# rot_coord_gen

File: src/rtl/rot_coord_gen.sv
// rot_coord_gen: inverse-rotation source coordinate generator for a raster-scanned frame.
// Optional macro ROT_BOUNDS_CHECK_EN: flag/zero src coordinates that fall outside the image.
module rot_coord_gen #(
  parameter int IMG_W   = 64,
  parameter int IMG_H   = 64,
  parameter int CW      = 8,
  parameter int LUT_LAT = 1
) (
  input  logic          clk,
  input  logic          reset,
  input  logic          start,
  input  logic [2:0]    aci_in,
  input  logic          eksi_in,
  output logic [2:0]    aci,
  output logic          eksi,
  output logic          mode_switch,
  input  logic [16:0]   trig_in,
  output logic [CW-1:0] dst_x,
  output logic [CW-1:0] dst_y,
  output logic [CW-1:0] src_x,
  output logic [CW-1:0] src_y,
  output logic          coord_valid,
  output logic          out_valid,
  input  logic          ready,
  output logic          busy,
  output logic          done
);

  localparam int PW = CW + 18;
  localparam int SW = CW + 19;

  localparam logic [2:0] S_IDLE = 3'd0;
  localparam logic [2:0] S_LCOS = 3'd1;
  localparam logic [2:0] S_LSIN = 3'd2;
  localparam logic [2:0] S_SCAN = 3'd3;
  localparam logic [2:0] S_DONE = 3'd4;

  localparam logic [7:0]    LAT  = 8'(LUT_LAT);
  localparam logic [CW-1:0] XMAX = CW'(IMG_W - 1);
  localparam logic [CW-1:0] YMAX = CW'(IMG_H - 1);

  localparam logic signed [CW:0] XC_OFF = (CW+1)'(IMG_W / 2);
  localparam logic signed [CW:0] YC_OFF = (CW+1)'(IMG_H / 2);

  localparam logic signed [SW-1:0] RND  = SW'(512);
  localparam logic signed [SW-1:0] XOFS = SW'(IMG_W / 2);
  localparam logic signed [SW-1:0] YOFS = SW'(IMG_H / 2);
  localparam logic signed [SW-1:0] XLIM = SW'(IMG_W);
  localparam logic signed [SW-1:0] YLIM = SW'(IMG_H);

  logic [2:0]           state_q, state_d;
  logic [7:0]           cnt_q, cnt_d;
  logic [2:0]           aci_q, aci_d;
  logic                 eksi_q, eksi_d;
  logic signed [16:0]   cos_q, cos_d;
  logic signed [16:0]   sin_q, sin_d;
  logic [CW-1:0]        x_q, x_d;
  logic [CW-1:0]        y_q, y_d;
  logic                 iss_q, iss_d;

  logic                 v1_q;
  logic [CW-1:0]        x1_q, y1_q;
  logic signed [PW-1:0] pa_q, pb_q, pc_q, pd_q;

  logic                 ov_q;
  logic [CW-1:0]        dx_q, dy_q, sx_q, sy_q;
  logic                 cv_q;

  logic                 adv;
  logic                 issue;
  logic                 last_xfer;

  logic signed [CW:0]   xc, yc;
  logic signed [PW-1:0] pa_d, pb_d, pc_d, pd_d;
  logic signed [SW-1:0] sum_x, sum_y, rx, ry, ox, oy;
  logic [CW-1:0]        sx_d, sy_d;
  logic                 cv_d;

  // the whole pipeline moves only when the output slot is free or being taken
  assign adv       = !ov_q || ready;
  assign issue     = (state_q == S_SCAN) && !iss_q;
  assign last_xfer = ov_q && ready && (dx_q == XMAX) && (dy_q == YMAX);

  // frame control: LUT loading, dst raster counters and state sequencing
  always_comb begin
    state_d = state_q;
    cnt_d   = cnt_q;
    aci_d   = aci_q;
    eksi_d  = eksi_q;
    cos_d   = cos_q;
    sin_d   = sin_q;
    x_d     = x_q;
    y_d     = y_q;
    iss_d   = iss_q;
    case (state_q)
      S_IDLE: begin
        if (start) begin
          aci_d   = aci_in;
          eksi_d  = eksi_in;
          cnt_d   = '0;
          x_d     = '0;
          y_d     = '0;
          iss_d   = 1'b0;
          state_d = S_LCOS;
        end
      end
      S_LCOS: begin
        if (cnt_q == LAT) begin
          cos_d   = trig_in;
          cnt_d   = '0;
          state_d = S_LSIN;
        end else begin
          cnt_d = cnt_q + 8'd1;
        end
      end
      S_LSIN: begin
        if (cnt_q == LAT) begin
          sin_d   = trig_in;
          cnt_d   = '0;
          state_d = S_SCAN;
        end else begin
          cnt_d = cnt_q + 8'd1;
        end
      end
      S_SCAN: begin
        if (issue && adv) begin
          if (x_q == XMAX) begin
            x_d = '0;
            if (y_q == YMAX) iss_d = 1'b1;
            else             y_d   = y_q + 1'b1;
          end else begin
            x_d = x_q + 1'b1;
          end
        end
        if (last_xfer) state_d = S_DONE;
      end
      S_DONE:  state_d = S_IDLE;
      default: state_d = S_IDLE;
    endcase
  end

  // control registers
  always_ff @(posedge clk or posedge reset) begin
    if (reset) begin
      state_q <= S_IDLE;
      cnt_q   <= '0;
      aci_q   <= '0;
      eksi_q  <= 1'b0;
      cos_q   <= '0;
      sin_q   <= '0;
      x_q     <= '0;
      y_q     <= '0;
      iss_q   <= 1'b0;
    end else begin
      state_q <= state_d;
      cnt_q   <= cnt_d;
      aci_q   <= aci_d;
      eksi_q  <= eksi_d;
      cos_q   <= cos_d;
      sin_q   <= sin_d;
      x_q     <= x_d;
      y_q     <= y_d;
      iss_q   <= iss_d;
    end
  end

  // stage 1 operands: centred coordinates times the captured cos/sin
  assign xc   = $signed({1'b0, x_q}) - XC_OFF;
  assign yc   = $signed({1'b0, y_q}) - YC_OFF;
  assign pa_d = xc * cos_q;
  assign pb_d = yc * sin_q;
  assign pc_d = yc * cos_q;
  assign pd_d = xc * sin_q;

  // stage 1: multiply
  always_ff @(posedge clk or posedge reset) begin
    if (reset) begin
      v1_q <= 1'b0;
      x1_q <= '0;
      y1_q <= '0;
      pa_q <= '0;
      pb_q <= '0;
      pc_q <= '0;
      pd_q <= '0;
    end else if (adv) begin
      v1_q <= issue;
      x1_q <= x_q;
      y1_q <= y_q;
      pa_q <= pa_d;
      pb_q <= pb_d;
      pc_q <= pc_d;
      pd_q <= pd_d;
    end
  end

  // stage 2 operands: sum, round to nearest, shift back to image origin
  assign sum_x = {pa_q[PW-1], pa_q} + {pb_q[PW-1], pb_q};
  assign sum_y = {pc_q[PW-1], pc_q} - {pd_q[PW-1], pd_q};
  assign rx    = (sum_x + RND) >>> 10;
  assign ry    = (sum_y + RND) >>> 10;
  assign ox    = rx + XOFS;
  assign oy    = ry + YOFS;

`ifdef ROT_BOUNDS_CHECK_EN
  logic in_b;
  assign in_b = !ox[SW-1] && (ox < XLIM) && !oy[SW-1] && (oy < YLIM);
  assign cv_d = in_b;
  assign sx_d = in_b ? ox[CW-1:0] : '0;
  assign sy_d = in_b ? oy[CW-1:0] : '0;
`else
  logic unused_hi;
  assign unused_hi = ^{ox[SW-1:CW], oy[SW-1:CW], XLIM, YLIM};
  assign cv_d = 1'b1;
  assign sx_d = ox[CW-1:0];
  assign sy_d = oy[CW-1:0];
`endif

  // stage 2: output registers
  always_ff @(posedge clk or posedge reset) begin
    if (reset) begin
      ov_q <= 1'b0;
      dx_q <= '0;
      dy_q <= '0;
      sx_q <= '0;
      sy_q <= '0;
      cv_q <= 1'b0;
    end else if (adv) begin
      ov_q <= v1_q;
      dx_q <= x1_q;
      dy_q <= y1_q;
      sx_q <= sx_d;
      sy_q <= sy_d;
      cv_q <= v1_q && cv_d;
    end
  end

  assign aci         = aci_q;
  assign eksi        = eksi_q;
  assign mode_switch = (state_q == S_LSIN);
  assign dst_x       = dx_q;
  assign dst_y       = dy_q;
  assign src_x       = sx_q;
  assign src_y       = sy_q;
  assign coord_valid = cv_q;
  assign out_valid   = ov_q;
  assign busy        = (state_q != S_IDLE);
  assign done        = (state_q == S_DONE);

endmodule

File: config.mk
export PLATFORM = sky130hd
export DESIGN_NAME = rot_coord_gen
export DESIGN_NICKNAME = d
export VERILOG_FILES = /design/src/rtl/rot_coord_gen.sv
export SDC_FILE = /design/constraint.sdc
export NUM_CORES = 2
export LEC_CHECK = 0
export CAP_MARGIN = 20
export CELL_PAD_IN_SITES_DETAIL_PLACEMENT = 0
export CELL_PAD_IN_SITES_GLOBAL_PLACEMENT = 1
export CORE_MARGIN = 2
export CORE_UTILIZATION = 50
export CTS_CLUSTER_SIZE = 20
export DETAILED_ROUTE_END_ITERATION = 12
export PLACE_DENSITY_LB_ADDON = 0.1
export SYNTH_ARGS = -nofsm -noshare
export SYNTH_HDL_FRONTEND = slang
export SYNTH_SLANG_ARGS = --single-unit
File: constraint.sdc
create_clock -name clk -period 6.6 [get_ports clk]
set_input_delay 0.66 -clock clk [delete_from_list [all_inputs] [get_ports clk]]
set_output_delay 0.66 -clock clk [all_outputs]
set_load 0.01 [all_outputs]
# params_monitor

==> src/rtl/params_mon_pkg.sv <==
// Shared types and constants for the parameter-echo monitor: FSM states,
// field indices and the snapshot layout of the six monitored inputs.
package params_mon_pkg;

   typedef enum logic [1:0] {
      SETTLE = 2'd0,
      SCAN   = 2'd1,
      PASS   = 2'd2,
      FAIL   = 2'd3
   } state_t;

   localparam int NFIELDS = 6;
   localparam int IDX_BOO = 0;
   localparam int IDX_INT = 1;
   localparam int IDX_LOG = 2;
   localparam int IDX_VEC = 3;
   localparam int IDX_STR = 4;
   localparam int IDX_REA = 5;

   // First member is the MSB, so {rea,str,vec,log,int,boo} packs directly.
   typedef struct packed {
      logic       rea;
      logic       str;
      logic [7:0] vec;
      logic       log;
      logic [7:0] int_f;
      logic       boo;
   } snap_t;

   function automatic logic [NFIELDS-1:0] field_mismatch(
      input snap_t      s,
      input logic [7:0] exp_int,
      input logic [7:0] exp_vec
   );
      logic [NFIELDS-1:0] m;
      m          = '0;
      m[IDX_BOO] = (s.boo   != 1'b1);
      m[IDX_INT] = (s.int_f != exp_int);
      m[IDX_LOG] = (s.log   != 1'b1);
      m[IDX_VEC] = (s.vec   != exp_vec);
      m[IDX_STR] = (s.str   != 1'b1);
      m[IDX_REA] = (s.rea   != 1'b1);
      return m;
   endfunction

endpackage

==> src/rtl/params_mon_blink.sv <==
// LED blink divider: counts 0..BLINK_DIV-1 while enabled and flips its
// output on each wrap; a synchronous clear returns it to the idle state.
module params_mon_blink #(
   parameter int BLINK_DIV = 25000000
) (
   input  logic clk_i,
   input  logic rst_ni,
   input  logic en_i,
   input  logic clr_i,
   output logic toggle_o
);

   localparam int CW = $clog2(BLINK_DIV);

   logic [CW-1:0] r_cnt;
   logic          r_toggle;

   // NOTE: registers use non-blocking assignments so every flop samples
   // pre-edge values, independent of statement order.
   always_ff @(posedge clk_i or negedge rst_ni) begin
      if (!rst_ni) begin
         r_cnt    <= '0;
         r_toggle <= 1'b0;
      end else if (clr_i) begin
         r_cnt    <= '0;
         r_toggle <= 1'b0;
      end else if (en_i) begin
         if (r_cnt == CW'(BLINK_DIV - 1)) begin
            r_cnt    <= '0;
            r_toggle <= ~r_toggle;
         end else begin
            r_cnt <= r_cnt + 1'b1;
         end
      end
   end

   assign toggle_o = r_toggle;

endmodule

==> src/rtl/params_monitor.sv <==
// Settles, scans and then continuously watches the six parameter echoes.
// Optional PASS/SCAN->FAIL event counter enabled by PARAMS_MON_ERRCNT_EN.
module params_monitor
   import params_mon_pkg::*;
#(
   parameter logic [7:0] EXP_INT    = 8'd92,
   parameter logic [7:0] EXP_VEC    = 8'b1100_1100,
   parameter int         STABLE_CYC = 16,
   parameter int         BLINK_DIV  = 25000000
) (
   input  logic       clk_i,
   input  logic       rst_ni,
   input  logic       boo_i,
   input  logic [7:0] int_i,
   input  logic       log_i,
   input  logic [7:0] vec_i,
   input  logic       str_i,
   input  logic       rea_i,
   input  logic       restart_i,
   output logic       done_o,
   output logic       pass_o,
   output logic [5:0] fail_mask_o,
   output logic       led_o,
   output logic [7:0] err_cnt_o
);

   localparam int SCW = $clog2(STABLE_CYC + 1);

   snap_t              w_in;
   snap_t              r_in_q;
   state_t             r_state,    w_state_nxt;
   logic [SCW-1:0]     r_stab_cnt, w_stab_nxt;
   logic [2:0]         r_idx,      w_idx_nxt;
   logic [NFIELDS-1:0] r_mask,     w_mask_nxt;
   logic [NFIELDS-1:0] w_mis;
   logic               w_blink_en;
   logic               w_blink;

   assign w_in  = {rea_i, str_i, vec_i, log_i, int_i, boo_i};
   assign w_mis = field_mismatch(r_in_q, EXP_INT, EXP_VEC);

   // NOTE: every register, including the snapshot, gets a reset value so
   // the first settle window always starts from a known all-zero history.
   always_ff @(posedge clk_i or negedge rst_ni) begin
      if (!rst_ni) begin
         r_in_q     <= '0;
         r_state    <= SETTLE;
         r_stab_cnt <= '0;
         r_idx      <= '0;
         r_mask     <= '0;
      end else begin
         r_in_q     <= w_in;
         r_state    <= w_state_nxt;
         r_stab_cnt <= w_stab_nxt;
         r_idx      <= w_idx_nxt;
         r_mask     <= w_mask_nxt;
      end
   end

   // NOTE: all outputs of this block are defaulted first, so no path can
   // leave one unassigned and infer a latch.
   always_comb begin
      w_state_nxt = r_state;
      w_stab_nxt  = r_stab_cnt;
      w_idx_nxt   = r_idx;
      w_mask_nxt  = r_mask;
      if (restart_i) begin
         w_state_nxt = SETTLE;
         w_stab_nxt  = '0;
         w_idx_nxt   = '0;
         w_mask_nxt  = '0;
      end else begin
         unique case (r_state)
            SETTLE: begin
               // Stable means the value about to be captured equals the snapshot.
               if (w_in == r_in_q) begin
                  if (r_stab_cnt == SCW'(STABLE_CYC - 1)) begin
                     w_state_nxt = SCAN;
                     w_stab_nxt  = '0;
                     w_idx_nxt   = '0;
                  end else begin
                     w_stab_nxt = r_stab_cnt + 1'b1;
                  end
               end else begin
                  w_stab_nxt = '0;
               end
            end
            SCAN: begin
               w_mask_nxt[r_idx] = w_mis[r_idx];
               if (r_idx == 3'(NFIELDS - 1)) begin
                  w_state_nxt = (w_mask_nxt == '0) ? PASS : FAIL;
                  w_idx_nxt   = '0;
               end else begin
                  w_idx_nxt = r_idx + 1'b1;
               end
            end
            PASS: begin
               if (w_mis != '0) begin
                  w_state_nxt = FAIL;
                  w_mask_nxt  = w_mis;
               end
            end
            FAIL: begin
               w_state_nxt = FAIL;
            end
            default: begin
               w_state_nxt = SETTLE;
            end
         endcase
      end
   end

   assign w_blink_en = (r_state == PASS);

   params_mon_blink #(
      .BLINK_DIV (BLINK_DIV)
   ) u_blink (
      .clk_i    (clk_i),
      .rst_ni   (rst_ni),
      .en_i     (w_blink_en),
      .clr_i    (restart_i),
      .toggle_o (w_blink)
   );

`ifdef PARAMS_MON_ERRCNT_EN
   logic [7:0] r_err_cnt;
   logic       w_to_fail;

   // A restart forces SETTLE, so a fail suppressed by restart is not counted.
   assign w_to_fail = (w_state_nxt == FAIL) && (r_state != FAIL);

   always_ff @(posedge clk_i or negedge rst_ni) begin
      if (!rst_ni) begin
         r_err_cnt <= '0;
      end else if (w_to_fail && (r_err_cnt != 8'hFF)) begin
         r_err_cnt <= r_err_cnt + 1'b1;
      end
   end

   assign err_cnt_o = r_err_cnt;
`else
   assign err_cnt_o = 8'd0;
`endif

   assign done_o      = (r_state == PASS) || (r_state == FAIL);
   assign pass_o      = (r_state == PASS);
   assign fail_mask_o = r_mask;
   assign led_o       = (r_state == FAIL) || ((r_state == PASS) && w_blink);

endmodule

==> config.mk <==
export PLATFORM = sky130hd
export DESIGN_NAME = params_monitor
export DESIGN_NICKNAME = d
export VERILOG_FILES = /design/src/rtl/params_mon_pkg.sv /design/src/rtl/params_mon_blink.sv /design/src/rtl/params_monitor.sv
export SDC_FILE = /design/constraint.sdc
export NUM_CORES = 1
export LEC_CHECK = 0
export CORE_MARGIN = 2
export CORE_UTILIZATION = 55
export CTS_BUF_LIST = sky130_fd_sc_hd__clkbuf_8
export CTS_CLUSTER_DIAMETER = 100
export CTS_CLUSTER_SIZE = 20
export DETAILED_ROUTE_END_ITERATION = 8
export GPL_TIMING_DRIVEN = 0
export HOLD_SLACK_MARGIN = 0.1
export PLACE_DENSITY = 0.79
export SLEW_MARGIN = 20
export SYNTH_ARGS = -nofsm -noshare
export SYNTH_HDL_FRONTEND = slang
export SYNTH_SLANG_ARGS = --single-unit
==> constraint.sdc <==
create_clock -name clk_i -period 2.53 [get_ports clk_i]
set_input_delay 0.253 -clock clk_i [delete_from_list [all_inputs] [get_ports clk_i]]
set_output_delay 0.253 -clock clk_i [all_outputs]
set_load 0.01 [all_outputs]
# rotary_led_ctrl

File: config.mk
export PLATFORM = sky130hd
export DESIGN_NAME = rotary_led_ctrl
export DESIGN_NICKNAME = d
export VERILOG_FILES = /design/src/rtl/rotary_led_ctrl.sv
export SDC_FILE = /design/constraint.sdc
export NUM_CORES = 1
export LEC_CHECK = 0
export ABC_AREA = 1
export CAP_MARGIN = 20
export CELL_PAD_IN_SITES_DETAIL_PLACEMENT = 1
export CELL_PAD_IN_SITES_GLOBAL_PLACEMENT = 2
export CORE_ASPECT_RATIO = 0.8
export CORE_MARGIN = 5
export CORE_UTILIZATION = 31
export DETAILED_ROUTE_END_ITERATION = 16
export GPL_ROUTABILITY_DRIVEN = 0
export PLACE_DENSITY_LB_ADDON = 0.05
export SETUP_SLACK_MARGIN = 0.4
export SKIP_CTS_REPAIR_TIMING = 1
export SLEW_MARGIN = 20
export SYNTH_ARGS = -nofsm -noshare
export SYNTH_HDL_FRONTEND = slang
export SYNTH_SLANG_ARGS = --single-unit
File: constraint.sdc
create_clock -name clock -period 2.82 [get_ports clock]
set_input_delay 0.846 -clock clock [delete_from_list [all_inputs] [get_ports clock]]
set_output_delay 0.846 -clock clock [all_outputs]
set_load 0.02 [all_outputs]
File: src/rtl/rotary_led_ctrl.sv
// Rotary-encoder front end: synchronise, debounce and decode quadrature steps into a position shown on LEDs.
// Optional build macro ROTARY_LED_SATURATE_EN clamps the position at its limits instead of wrapping.
module rotary_led_ctrl #(
    parameter int LED_WIDTH        = 8,
    parameter int POS_WIDTH        = 8,
    parameter int DEBOUNCE         = 4,
    parameter int STEPS_PER_DETENT = 4
) (
    input  logic                 clock,
    input  logic                 reset,
    input  logic [1:0]           rotary,
    input  logic                 mode,
    output logic [LED_WIDTH-1:0] leds,
    output logic [POS_WIDTH-1:0] position,
    output logic                 step,
    output logic                 dir,
    output logic                 err
);

    localparam int                   LED_IDX_W = $clog2(LED_WIDTH);
    localparam logic [7:0]           DB_LAST   = 8'(DEBOUNCE - 1);
    localparam logic signed [3:0]    SPD_POS   = 4'(STEPS_PER_DETENT);
    localparam logic signed [3:0]    SPD_NEG   = 4'sd0 - SPD_POS;
    localparam logic [POS_WIDTH-1:0] POS_ONE   = {{(POS_WIDTH-1){1'b0}}, 1'b1};
    localparam logic [POS_WIDTH-1:0] POS_ZERO  = {POS_WIDTH{1'b0}};
    localparam logic [POS_WIDTH-1:0] POS_MAX   = {POS_WIDTH{1'b1}};
    localparam logic [LED_WIDTH-1:0] LED_ONE   = {{(LED_WIDTH-1){1'b0}}, 1'b1};

    logic [1:0]           r_sync1;
    logic [1:0]           r_sync2;
    logic [1:0]           r_deb;
    logic [1:0]           r_prev;
    logic [7:0]           r_db_cnt [2];
    logic signed [3:0]    r_acc;

    logic signed [3:0]    w_acc_step;
    logic signed [3:0]    w_acc_next;
    logic [POS_WIDTH-1:0] w_pos_next;
    logic [1:0]           w_idx_cw;
    logic                 w_step;
    logic                 w_dir;
    logic                 w_err;

    // Position of a Gray pair within the CW cycle 00 -> 01 -> 11 -> 10.
    function automatic logic [1:0] gray_idx(input logic [1:0] pair);
        case (pair)
            2'b00:   gray_idx = 2'd0;
            2'b01:   gray_idx = 2'd1;
            2'b11:   gray_idx = 2'd2;
            2'b10:   gray_idx = 2'd3;
            default: gray_idx = 2'd0;
        endcase
    endfunction

    function automatic logic [LED_WIDTH-1:0] led_view(input logic [POS_WIDTH-1:0] pos,
                                                      input logic              bin_mode);
        if (bin_mode) begin
            led_view = LED_WIDTH'(pos);
        end else begin
            led_view = LED_ONE << pos[LED_IDX_W-1:0];
        end
    endfunction

    // Two-flop synchroniser for the asynchronous encoder lines.
    always_ff @(posedge clock or negedge reset) begin
        if (!reset) begin
            r_sync1 <= 2'b00;
            r_sync2 <= 2'b00;
        end else begin
            r_sync1 <= rotary;
            r_sync2 <= r_sync1;
        end
    end

    // Per-bit debouncer: a bit flips only after DEBOUNCE consecutive disagreeing samples.
    always_ff @(posedge clock or negedge reset) begin
        if (!reset) begin
            r_deb       <= 2'b00;
            r_db_cnt[0] <= 8'd0;
            r_db_cnt[1] <= 8'd0;
        end else begin
            for (int i = 0; i < 2; i++) begin
                if (r_sync2[i] == r_deb[i]) begin
                    r_db_cnt[i] <= 8'd0;
                end else if (r_db_cnt[i] == DB_LAST) begin
                    r_deb[i]    <= ~r_deb[i];
                    r_db_cnt[i] <= 8'd0;
                end else begin
                    r_db_cnt[i] <= r_db_cnt[i] + 8'd1;
                end
            end
        end
    end

    assign w_idx_cw = gray_idx(r_prev) + 2'd1;

    // Transition decode, detent accumulation and next position.
    always_comb begin
        w_acc_step = r_acc;
        w_acc_next = r_acc;
        w_pos_next = position;
        w_step     = 1'b0;
        w_dir      = 1'b0;
        w_err      = 1'b0;
        if (r_deb != r_prev) begin
            if ((r_deb ^ r_prev) == 2'b11) begin
                w_err      = 1'b1;
                w_acc_next = 4'sd0;
            end else begin
                if (gray_idx(r_deb) == w_idx_cw) begin
                    w_acc_step = r_acc + 4'sd1;
                end else begin
                    w_acc_step = r_acc - 4'sd1;
                end
                if (w_acc_step == SPD_POS) begin
                    w_step     = 1'b1;
                    w_dir      = 1'b1;
                    w_acc_next = 4'sd0;
`ifdef ROTARY_LED_SATURATE_EN
                    if (position != POS_MAX) begin
                        w_pos_next = position + POS_ONE;
                    end else begin
                        w_pos_next = position;
                    end
`else
                    w_pos_next = position + POS_ONE;
`endif
                end else if (w_acc_step == SPD_NEG) begin
                    w_step     = 1'b1;
                    w_dir      = 1'b0;
                    w_acc_next = 4'sd0;
`ifdef ROTARY_LED_SATURATE_EN
                    if (position != POS_ZERO) begin
                        w_pos_next = position - POS_ONE;
                    end else begin
                        w_pos_next = position;
                    end
`else
                    w_pos_next = position - POS_ONE;
`endif
                end else begin
                    w_acc_next = w_acc_step;
                end
            end
        end else begin
            w_acc_next = r_acc;
        end
    end

    // Decoder state and registered outputs; LEDs always follow the next position.
    always_ff @(posedge clock or negedge reset) begin
        if (!reset) begin
            r_prev   <= 2'b00;
            r_acc    <= 4'sd0;
            position <= POS_ZERO;
            step     <= 1'b0;
            dir      <= 1'b0;
            err      <= 1'b0;
            leds     <= {LED_WIDTH{1'b0}};
        end else begin
            r_prev   <= r_deb;
            r_acc    <= w_acc_next;
            position <= w_pos_next;
            step     <= w_step;
            dir      <= w_dir;
            err      <= w_err;
            leds     <= led_view(w_pos_next, mode);
        end
    end

endmodule
# seq_shifter

==> src/rtl/seq_shifter.sv <==
// Multi-cycle barrel-less shifter: shifts a captured operand by up to STEP
// positions per clock (SLL/SRL/SRA/ROR) and pulses done with the result.
module seq_shifter #(
  parameter int unsigned WIDTH = 32,
  parameter int unsigned STEP  = 1,
  localparam int unsigned SW   = $clog2(WIDTH)
) (
  input  logic             clk,
  input  logic             rst,
  input  logic             start,
  input  logic [1:0]       op,
  input  logic [WIDTH-1:0] data,
  input  logic [SW-1:0]    shamt,
  output logic             busy,
  output logic             done,
  output logic [WIDTH-1:0] res
);

  localparam logic [1:0] OP_SLL = 2'b00;
  localparam logic [1:0] OP_SRL = 2'b01;
  localparam logic [1:0] OP_SRA = 2'b10;
  localparam logic [1:0] OP_ROR = 2'b11;

  // STEP may equal WIDTH, so compare in one extra bit.
  localparam logic [SW:0] STEP_W = (SW+1)'(STEP);

  typedef enum logic [1:0] {IDLE, SHIFT, DONE} state_t;

  state_t           state;
  state_t           state_nxt;
  logic             busy_nxt;
  logic             done_nxt;
  logic [WIDTH-1:0] work;
  logic [SW-1:0]    rem;
  logic [1:0]       mode;
  logic [SW-1:0]    k;
  logic [SW-1:0]    rot_amt;
  logic [WIDTH-1:0] shifted;

  // Per-cycle shift: k = min(STEP, remaining), applied in the captured mode.
  // SRA uses the working MSB, which always equals the captured sign bit.
  always_comb begin
    k       = ({1'b0, rem} > STEP_W) ? SW'(STEP) : rem;
    rot_amt = SW'(0) - k;
    shifted = work;
    case (mode)
      OP_SLL: shifted = work << k;
      OP_SRL: shifted = work >> k;
      OP_SRA: shifted = $unsigned($signed(work) >>> k);
      OP_ROR: shifted = (work >> k) | (work << rot_amt);
      default: shifted = work;
    endcase
  end

  // State register plus registered busy/done.
  always_ff @(posedge clk) begin
    if (rst) begin
      state <= IDLE;
      busy  <= 1'b0;
      done  <= 1'b0;
    end else begin
      state <= state_nxt;
      busy  <= busy_nxt;
      done  <= done_nxt;
    end
  end

  // Next-state logic.
  always_comb begin
    state_nxt = state;
    case (state)
      IDLE:    if (start) state_nxt = (shamt != '0) ? SHIFT : DONE;
      SHIFT:   if (rem == k) state_nxt = DONE;
      DONE:    state_nxt = IDLE;
      default: state_nxt = IDLE;
    endcase
  end

  // Output decode, computed from the next state so busy/done are registered.
  always_comb begin
    busy_nxt = 1'b0;
    done_nxt = 1'b0;
    if (state_nxt != IDLE) busy_nxt = 1'b1;
    if (state_nxt == DONE) done_nxt = 1'b1;
  end

  // Operand capture, iterative shifting and result latching on entry to DONE.
  always_ff @(posedge clk) begin
    if (rst) begin
      work <= '0;
      rem  <= '0;
      mode <= OP_SLL;
      res  <= '0;
    end else begin
      case (state)
        IDLE: begin
          if (start) begin
            work <= data;
            rem  <= shamt;
            mode <= op;
            if (shamt == '0) res <= data;
          end
        end
        SHIFT: begin
          work <= shifted;
          rem  <= rem - k;
          if (rem == k) res <= shifted;
        end
        default: ;
      endcase
    end
  end

endmodule

==> config.mk <==
export PLATFORM = sky130hd
export DESIGN_NAME = seq_shifter
export DESIGN_NICKNAME = d
export VERILOG_FILES = /design/src/rtl/seq_shifter.sv
export SDC_FILE = /design/constraint.sdc
export NUM_CORES = 1
export LEC_CHECK = 0
export ABC_CLOCK_PERIOD_IN_PS = 3450
export CAP_MARGIN = 20
export CORE_MARGIN = 4
export CORE_UTILIZATION = 30
export CTS_CLUSTER_SIZE = 30
export DETAILED_ROUTE_END_ITERATION = 16
export PLACE_DENSITY_LB_ADDON = 0.2
export SLEW_MARGIN = 40
export SYNTH_ARGS = -nofsm -noshare
export SYNTH_HDL_FRONTEND = slang
export SYNTH_SLANG_ARGS = --single-unit
==> constraint.sdc <==
create_clock -name clk -period 3.45 [get_ports clk]
set_input_delay 1.035 -clock clk [delete_from_list [all_inputs] [get_ports clk]]
set_output_delay 1.035 -clock clk [all_outputs]
set_load 0.05 [all_outputs]
Fig. 1: rot_coord_gen, cell sizes after repair
(1.5 px per µm)
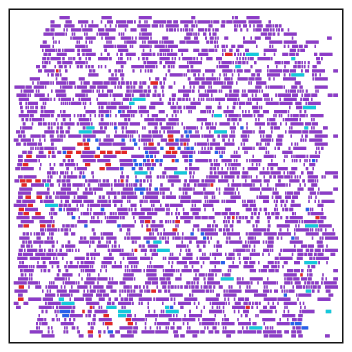
Cyan shows x6 and larger, cells 31. Blue shows x3 and x4, cells 62. Red shows x2, cells 64. Purple shows x1 and smaller, cells 2,495.
post-route setup slack: 0.797 ns
signed area change from the synthesized netlist to the final layout: 7.99%
post-route cell area: 0.0255 mm²

==> highlights.md, rot_coord_gen <==
## Worst setup path
- **CP peak stage delay** 0.81 ns
- **Critical Path Start Type** flop
- **Buffers & Inverters on Critical Path** 6

## Placed design
- **placed cell areas** 0.0249 mm²
- **final weighted congestion of routability-driven global placement** 0.882

## Final timing
- **worst hold margin** 0.467 ns
- **final critical-path share of the clock period** 87.9%
- **count of final setup violators** 0

## Route
- **DR WL/cell** 18.3 µm
- **number of DRC markers in iteration 0** 969

## Yosys
- **share of the synthesized area in the top cell type** 27.8%
- **number of distinct library cells after synthesis** 66
- **yosys simple share** 17.9%

## Cells and area
- **nets@finish** 3,212
- **sequential standard cell area** 0.00470 mm²

## Clocking
- **count of cells resized by post-cts repair** 0

## Outcome
- **outcome** completed

## Global routing
- **Total GRT Usage** 26.0%

==> rot_coord_gen: per-stage QoR <==
step           utilization [%]
2_1_floorplan                -
3_3_place_gp              53.5
3_5_place_dp              53.5
4_1_cts                   54.8
5_1_grt                   54.8
6_report                  54.8
==> rot_coord_gen: layer usage <==
layer | share of wire, % | wire (µm) | global-route usage, %
met1 | 48 | 28400 | 36.8
met2 | 44 | 26600 | 40.5
met3 | 4.8 | 2880 | 4.71
met4 | 3.1 | 1820 | 8.79
met5 | 0 | 0 | 0
Fig. 2: rotary_led_ctrl, M3 wires
(4 px per µm)
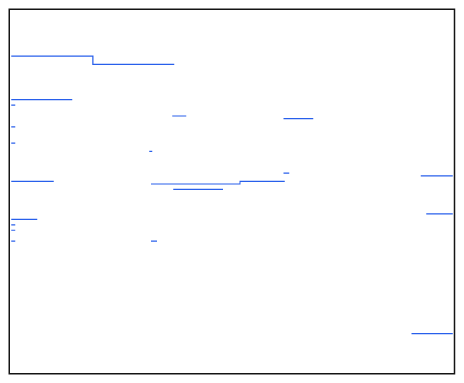
15 nets have wire on it. The wires run mostly horizontal. The longest straight run is 22.1 µm.

Fig. 3: rotary_led_ctrl, cell sizes after repair
(3 px per µm)
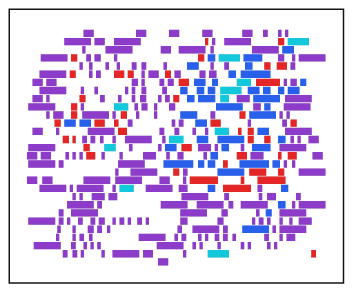
Red shows x2, cells 45. Cyan shows x6 and larger, cells 11. Blue shows x3 and x4, cells 46. Purple shows x1 and smaller, cells 238.

==> highlights.md, rotary_led_ctrl <==
## Outcome
- **outcome** completed

## Cells and area
- **flip-flop count of the largest register, all copies and words added** 16
- **filler cell count in the final layout** 921
- **Commonest Layout Cell** sky130_fd_sc_hd__dfrtp_1
- **logic area** 0.00142 mm²
- **registers with the highest flip-flop counts** r_db_cnt (16), leds (8), position (8)

## Worst setup path
- **cell-by-cell listing of the critical path** inv_4 -> ha_4 -> xnor2_4 -> nand3_4 -> ha_4 -> nand3_4 -> nand4_1 -> nand2_4 -> inv_4 -> nand2_8 -> nand2_8 -> nand2_4 -> nand3_2 -> nand2_2 -> nand2_4 -> nor2_4 -> nand2_1 -> nand2_1
- **data required time at the worst endpoint** 3.07 ns

## Global routing
- **wire length of the first global-routing pass** 10,500 µm
- **via count of the first global-routing pass** 2,112
- **global-route met2 utilization** 18.8%

## Final timing
- **slew of the pin with the lowest slew margin** 0.550 ns
- **total count of max-transition violations in the final report** 0
- **Post-Route Setup TNS** 0 ns
- **max-slew headroom at the worst pin** 63.1%
- **final worst path period need** 2.68 ns

## Placed design
- **placed cell count** 424
- **worst setup slack before clock tree synthesis** -0.0348 ns

## Floorplan
- **DIE AREA** 0.0101 mm²
- **number of cell rows** 29

## Yosys
- **number of synthesized register bits** 47
- **post-synthesis share of cell area spent on and-or and or-and gates** 4.65%

## Clocking
- **maximum buffer depth of the clock tree** 2

## Route
- **DR WL/cell** 14.1 µm

==> rotary_led_ctrl: logic make-up after synthesis <==
group / Yosys count
xor gates and xnor gates: 8
AOI/OAI and AO/OA: 21
adders and majority gates: 13
DFF: 47
buffers and inverters: 54
and+or+nand+nor: 149
==> rotary_led_ctrl: layout make-up <==
class,count,share of cell area (%)
Multi-Input combinational cell,191,41.6
Inverter,53,6.26
Tap cell,108,3.96
Sequential cell,47,34.5
Timing Repair Buffer,41,11.0
Clock buffer,5,2.01
Clock inverter,3,0.549
Fig. 4: seq_shifter, cell sizes after repair
(3 px per µm)
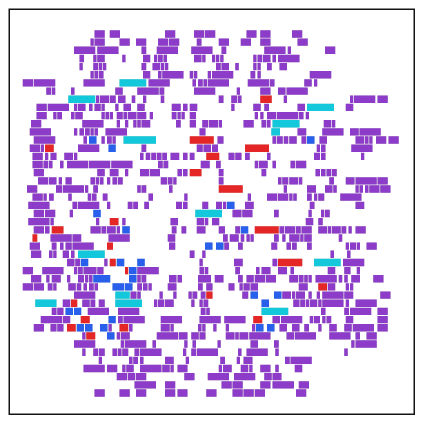
Cyan shows x6 and larger, cells 13. Blue shows x3 and x4, cells 29. Red shows x2, cells 23. Purple shows x1 and smaller, cells 656.
Non-Clock Buffer Count: 100
post-route setup slack: 0.565 ns
signed area change from the synthesized netlist to the final layout: 26.1%
post-route cell area: 0.00605 mm²

==> highlights.md, seq_shifter <==
## Outcome
- **outcome** completed

## Floorplan
- **# IOs** 76
- **DIE HEIGHT** 134 µm

## Route
- **residual DRC count** 0
- **per-cell via count in the routed design** 5.80
- **remaining number of nets flagged by the antenna check after routing** 0

## Yosys
- **Synth Area in Adders** 0.522%
- **fraction of the yosys area taken by sequential cells** 31.3%
- **xor/xnor share of the synthesized area** 0%
- **number of synthesized register bits** 75
- **yosys simple share** 28.0%

## Final timing
- **peak clock frequency supported by timing** 0.347 GHz
- **final setup skew** 0.00599 ns
- **Post-Route Setup TNS** 0 ns
- **count of final setup violators** 0
- **worst hold margin** 0.463 ns

## Cells and area
- **flip-flop and latch count** 75
- **fraction of final layout cells sized beyond drive strength 1** 9.02%
- **filler cell count in the final layout** 1,631

## Global routing
- **Total GRT Usage** 21.6%
- **largest net degree at the start of global routing** 50

## Worst setup path
- **critical path type** flop to flop

## Placed design
- **final weighted congestion of routability-driven global placement** 0.923

## Clocking
- **total of hold buffers inserted after clock tree synthesis** 0
- **clock insertion delay at the later pin of the skew report** 0.35 ns

seq_shifter: metrics by stage:
| step | instances | util, % |
|---|---|---|
| floorplan | 669 | - |
| global placement | 916 | 37.2 |
| detailed placement | 916 | 37.2 |
| CTS | 932 | 39.2 |
| global route | 932 | 39.2 |
| finish | 932 | 39.2 |
seq_shifter: per-layer routing:
layer	track usage [%]	vias to the layer above	part of all wire [%]
met5	0	-	0.066
met4	6.33	2	2.2
met3	5.33	35	7.3
met2	34.6	257	46
met1	29.0	2574	45
li1	-	2539	-
Fig. 5: params_monitor, routing congestion
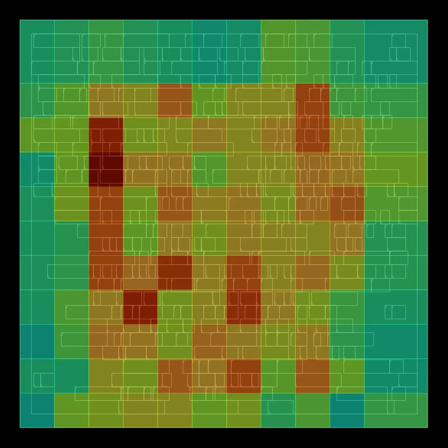
global-route met2 utilization: 34.7%
utilization after layout: 67.4%
met1 track demand over resource in global routing: 33.2%

==> highlights.md, params_monitor <==
## Outcome
- **outcome** completed

## Route
- **wire length the detailed router placed on met1** 3260 µm
- **First-pass DRT Iterations** 4
- **per-cell via count in the routed design** 5.88

## Floorplan
- **DIE HEIGHT** 81.7 µm
- **horizontal die dimension** 81.7 µm
- **# IOs** 40

## Worst setup path
- **critical path type** flop to output pin
- **cells on worst reg2reg path** 7
- **start of the worst register-to-register path** u_blink.r_cnt[0]$_DFFE_PN0P_
- **Worst R2R Setup Slack** 0.56 ns

## Flow run
- **MaxCap Viol Count** 0

## Global routing
- **wire length of the first global-routing pass** 11,900 µm
- **via count of the first global-routing pass** 2,587
- **Total GRT Usage** 23.3%

## Final timing
- **worst hold margin** 0.331 ns
- **post-route setup slack** 0.345 ns

## Yosys
- **main flop type** sky130_fd_sc_hd__dfrtp_1
- **total number of yosys warnings** 0
- **fraction of synthesis flops using an asynchronous set or reset pin** 100%
- **number of synthesized register bits** 62
- **fraction of the yosys area taken by sequential cells** 46.8%

## Clocking
- **number of buffers inserted to repair setup after CTS** 0
- **clock-pin transition on the worst setup and hold timing paths** 0.07 ns

## Placed design
- **worst setup slack before clock tree synthesis** 0.395 ns

## Cells and area
- **fraction of final layout cells sized beyond drive strength 1** 12.0%

## params_monitor: registers in the layout, indices dropped and copies added (netlist names)
name              count
fail_mask_o           6
r_in_q               20
r_stab_cnt            5
r_idx                 3
r_state               2
u_blink.r_cnt        25
u_blink.toggle_o      1
## params_monitor: final cells by class
class                      count  area (µm²)  area share, %
clock buffer                  12         165           4.16
buffer                        23         144           3.63
timing repair buffer          33         345           8.70
sequential                    62        1550           39.1
inverter                      12        45.0           1.14
tap                           75        93.8           2.37
multi-input combinational    246        1600           40.4
clock inverter                 3        18.8          0.473

==> gallery <==
Selected gate families.
panel A
(3 px per µm)
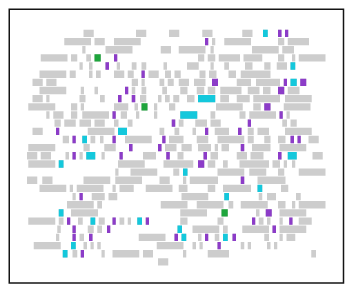
panel B
(3 px per µm)
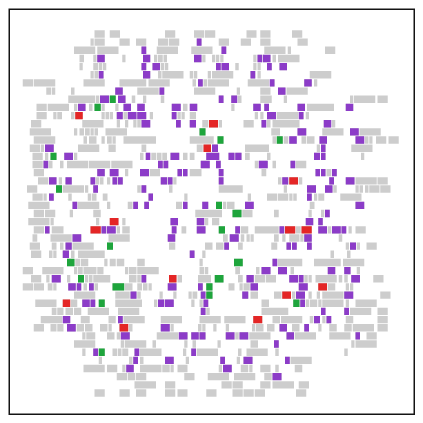
panel C
(4 px per µm)
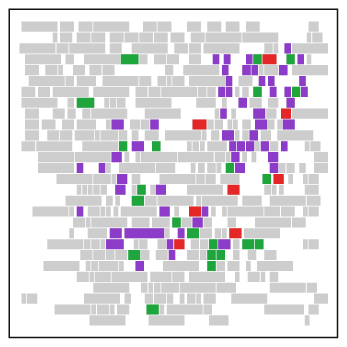
panel D
(1.5 px per µm)
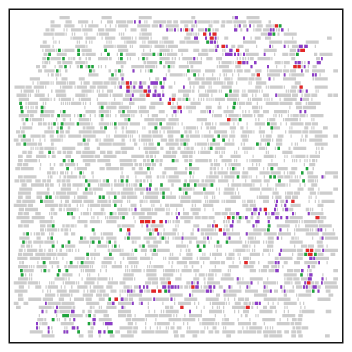
| from | picture |
|---|---|
| seq_shifter | panel B |
| rot_coord_gen | panel D |
| params_monitor | panel C |
| rotary_led_ctrl | panel A |
Of these, largest die: panel D
Of these, most cells: panel D

Key to panel D:
Green shows and/or cells, cells 175, where all over the die. Red shows non-inverting ao/oa cells, cells 45. Purple shows aoi and oai cells, cells 211.



==> notes/layouts.md <==
Pictures saved along the way, in no particular order.

M3 wires.
(a)
(6 px per µm)
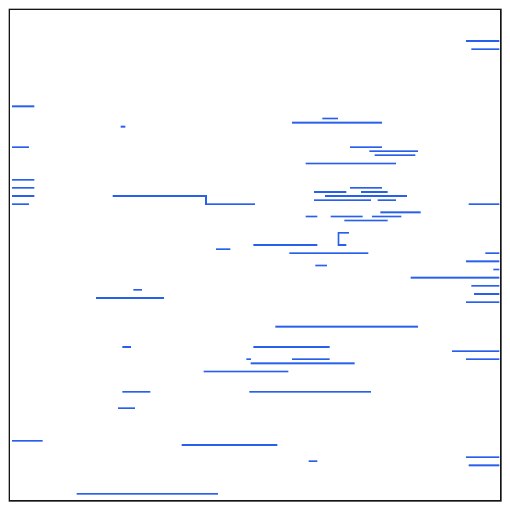
(b)
(4 px per µm)
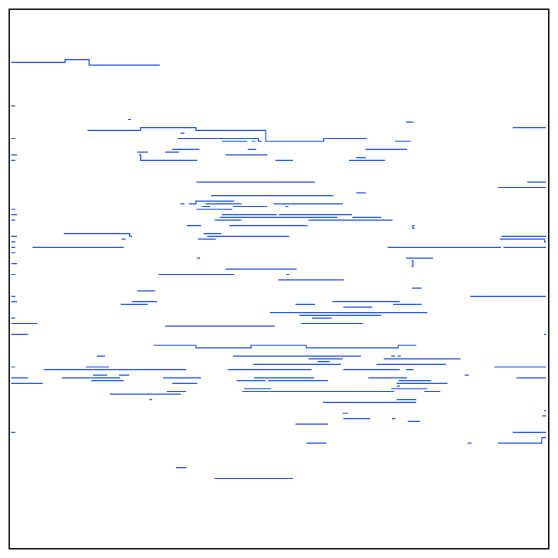
(c)
(2 px per µm)
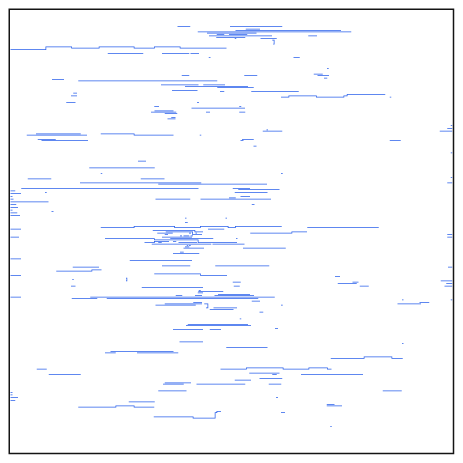
- (c) = rot_coord_gen
- (a) = params_monitor
- (b) = seq_shifter

Key to (c):
151 nets have wire on it. The layer carries 2,880 µm of wire. The wires run mostly horizontal. The layer holds 4.8% of the routed length. The longest straight run is 92.0 µm.


==> notes/layouts.md <==
Pictures saved along the way, in no particular order.

Cell classes on the final placement.
image #1
(3 px per µm) Fill, decap, tap and diode cells in grey.
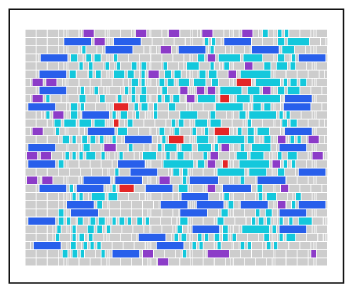
image #2
(4 px per µm) Fill, decap, tap and diode cells in grey.
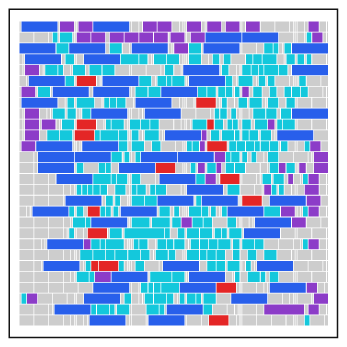
image #3
(3 px per µm) Fill, decap, tap and diode cells in grey.
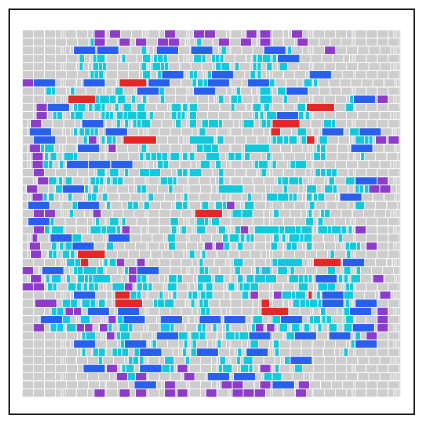
image #4
(1.5 px per µm) Fill, decap, tap and diode cells in grey.
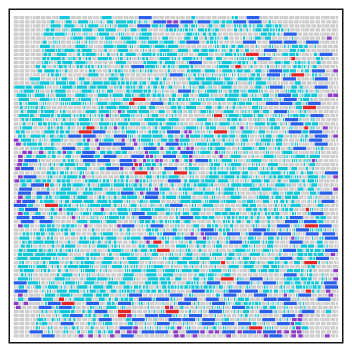
| picture | from |
|---|---|
| image #3 | seq_shifter |
| image #2 | params_monitor |
| image #1 | rotary_led_ctrl |
| image #4 | rot_coord_gen |
- fewest sequential cells: image #1

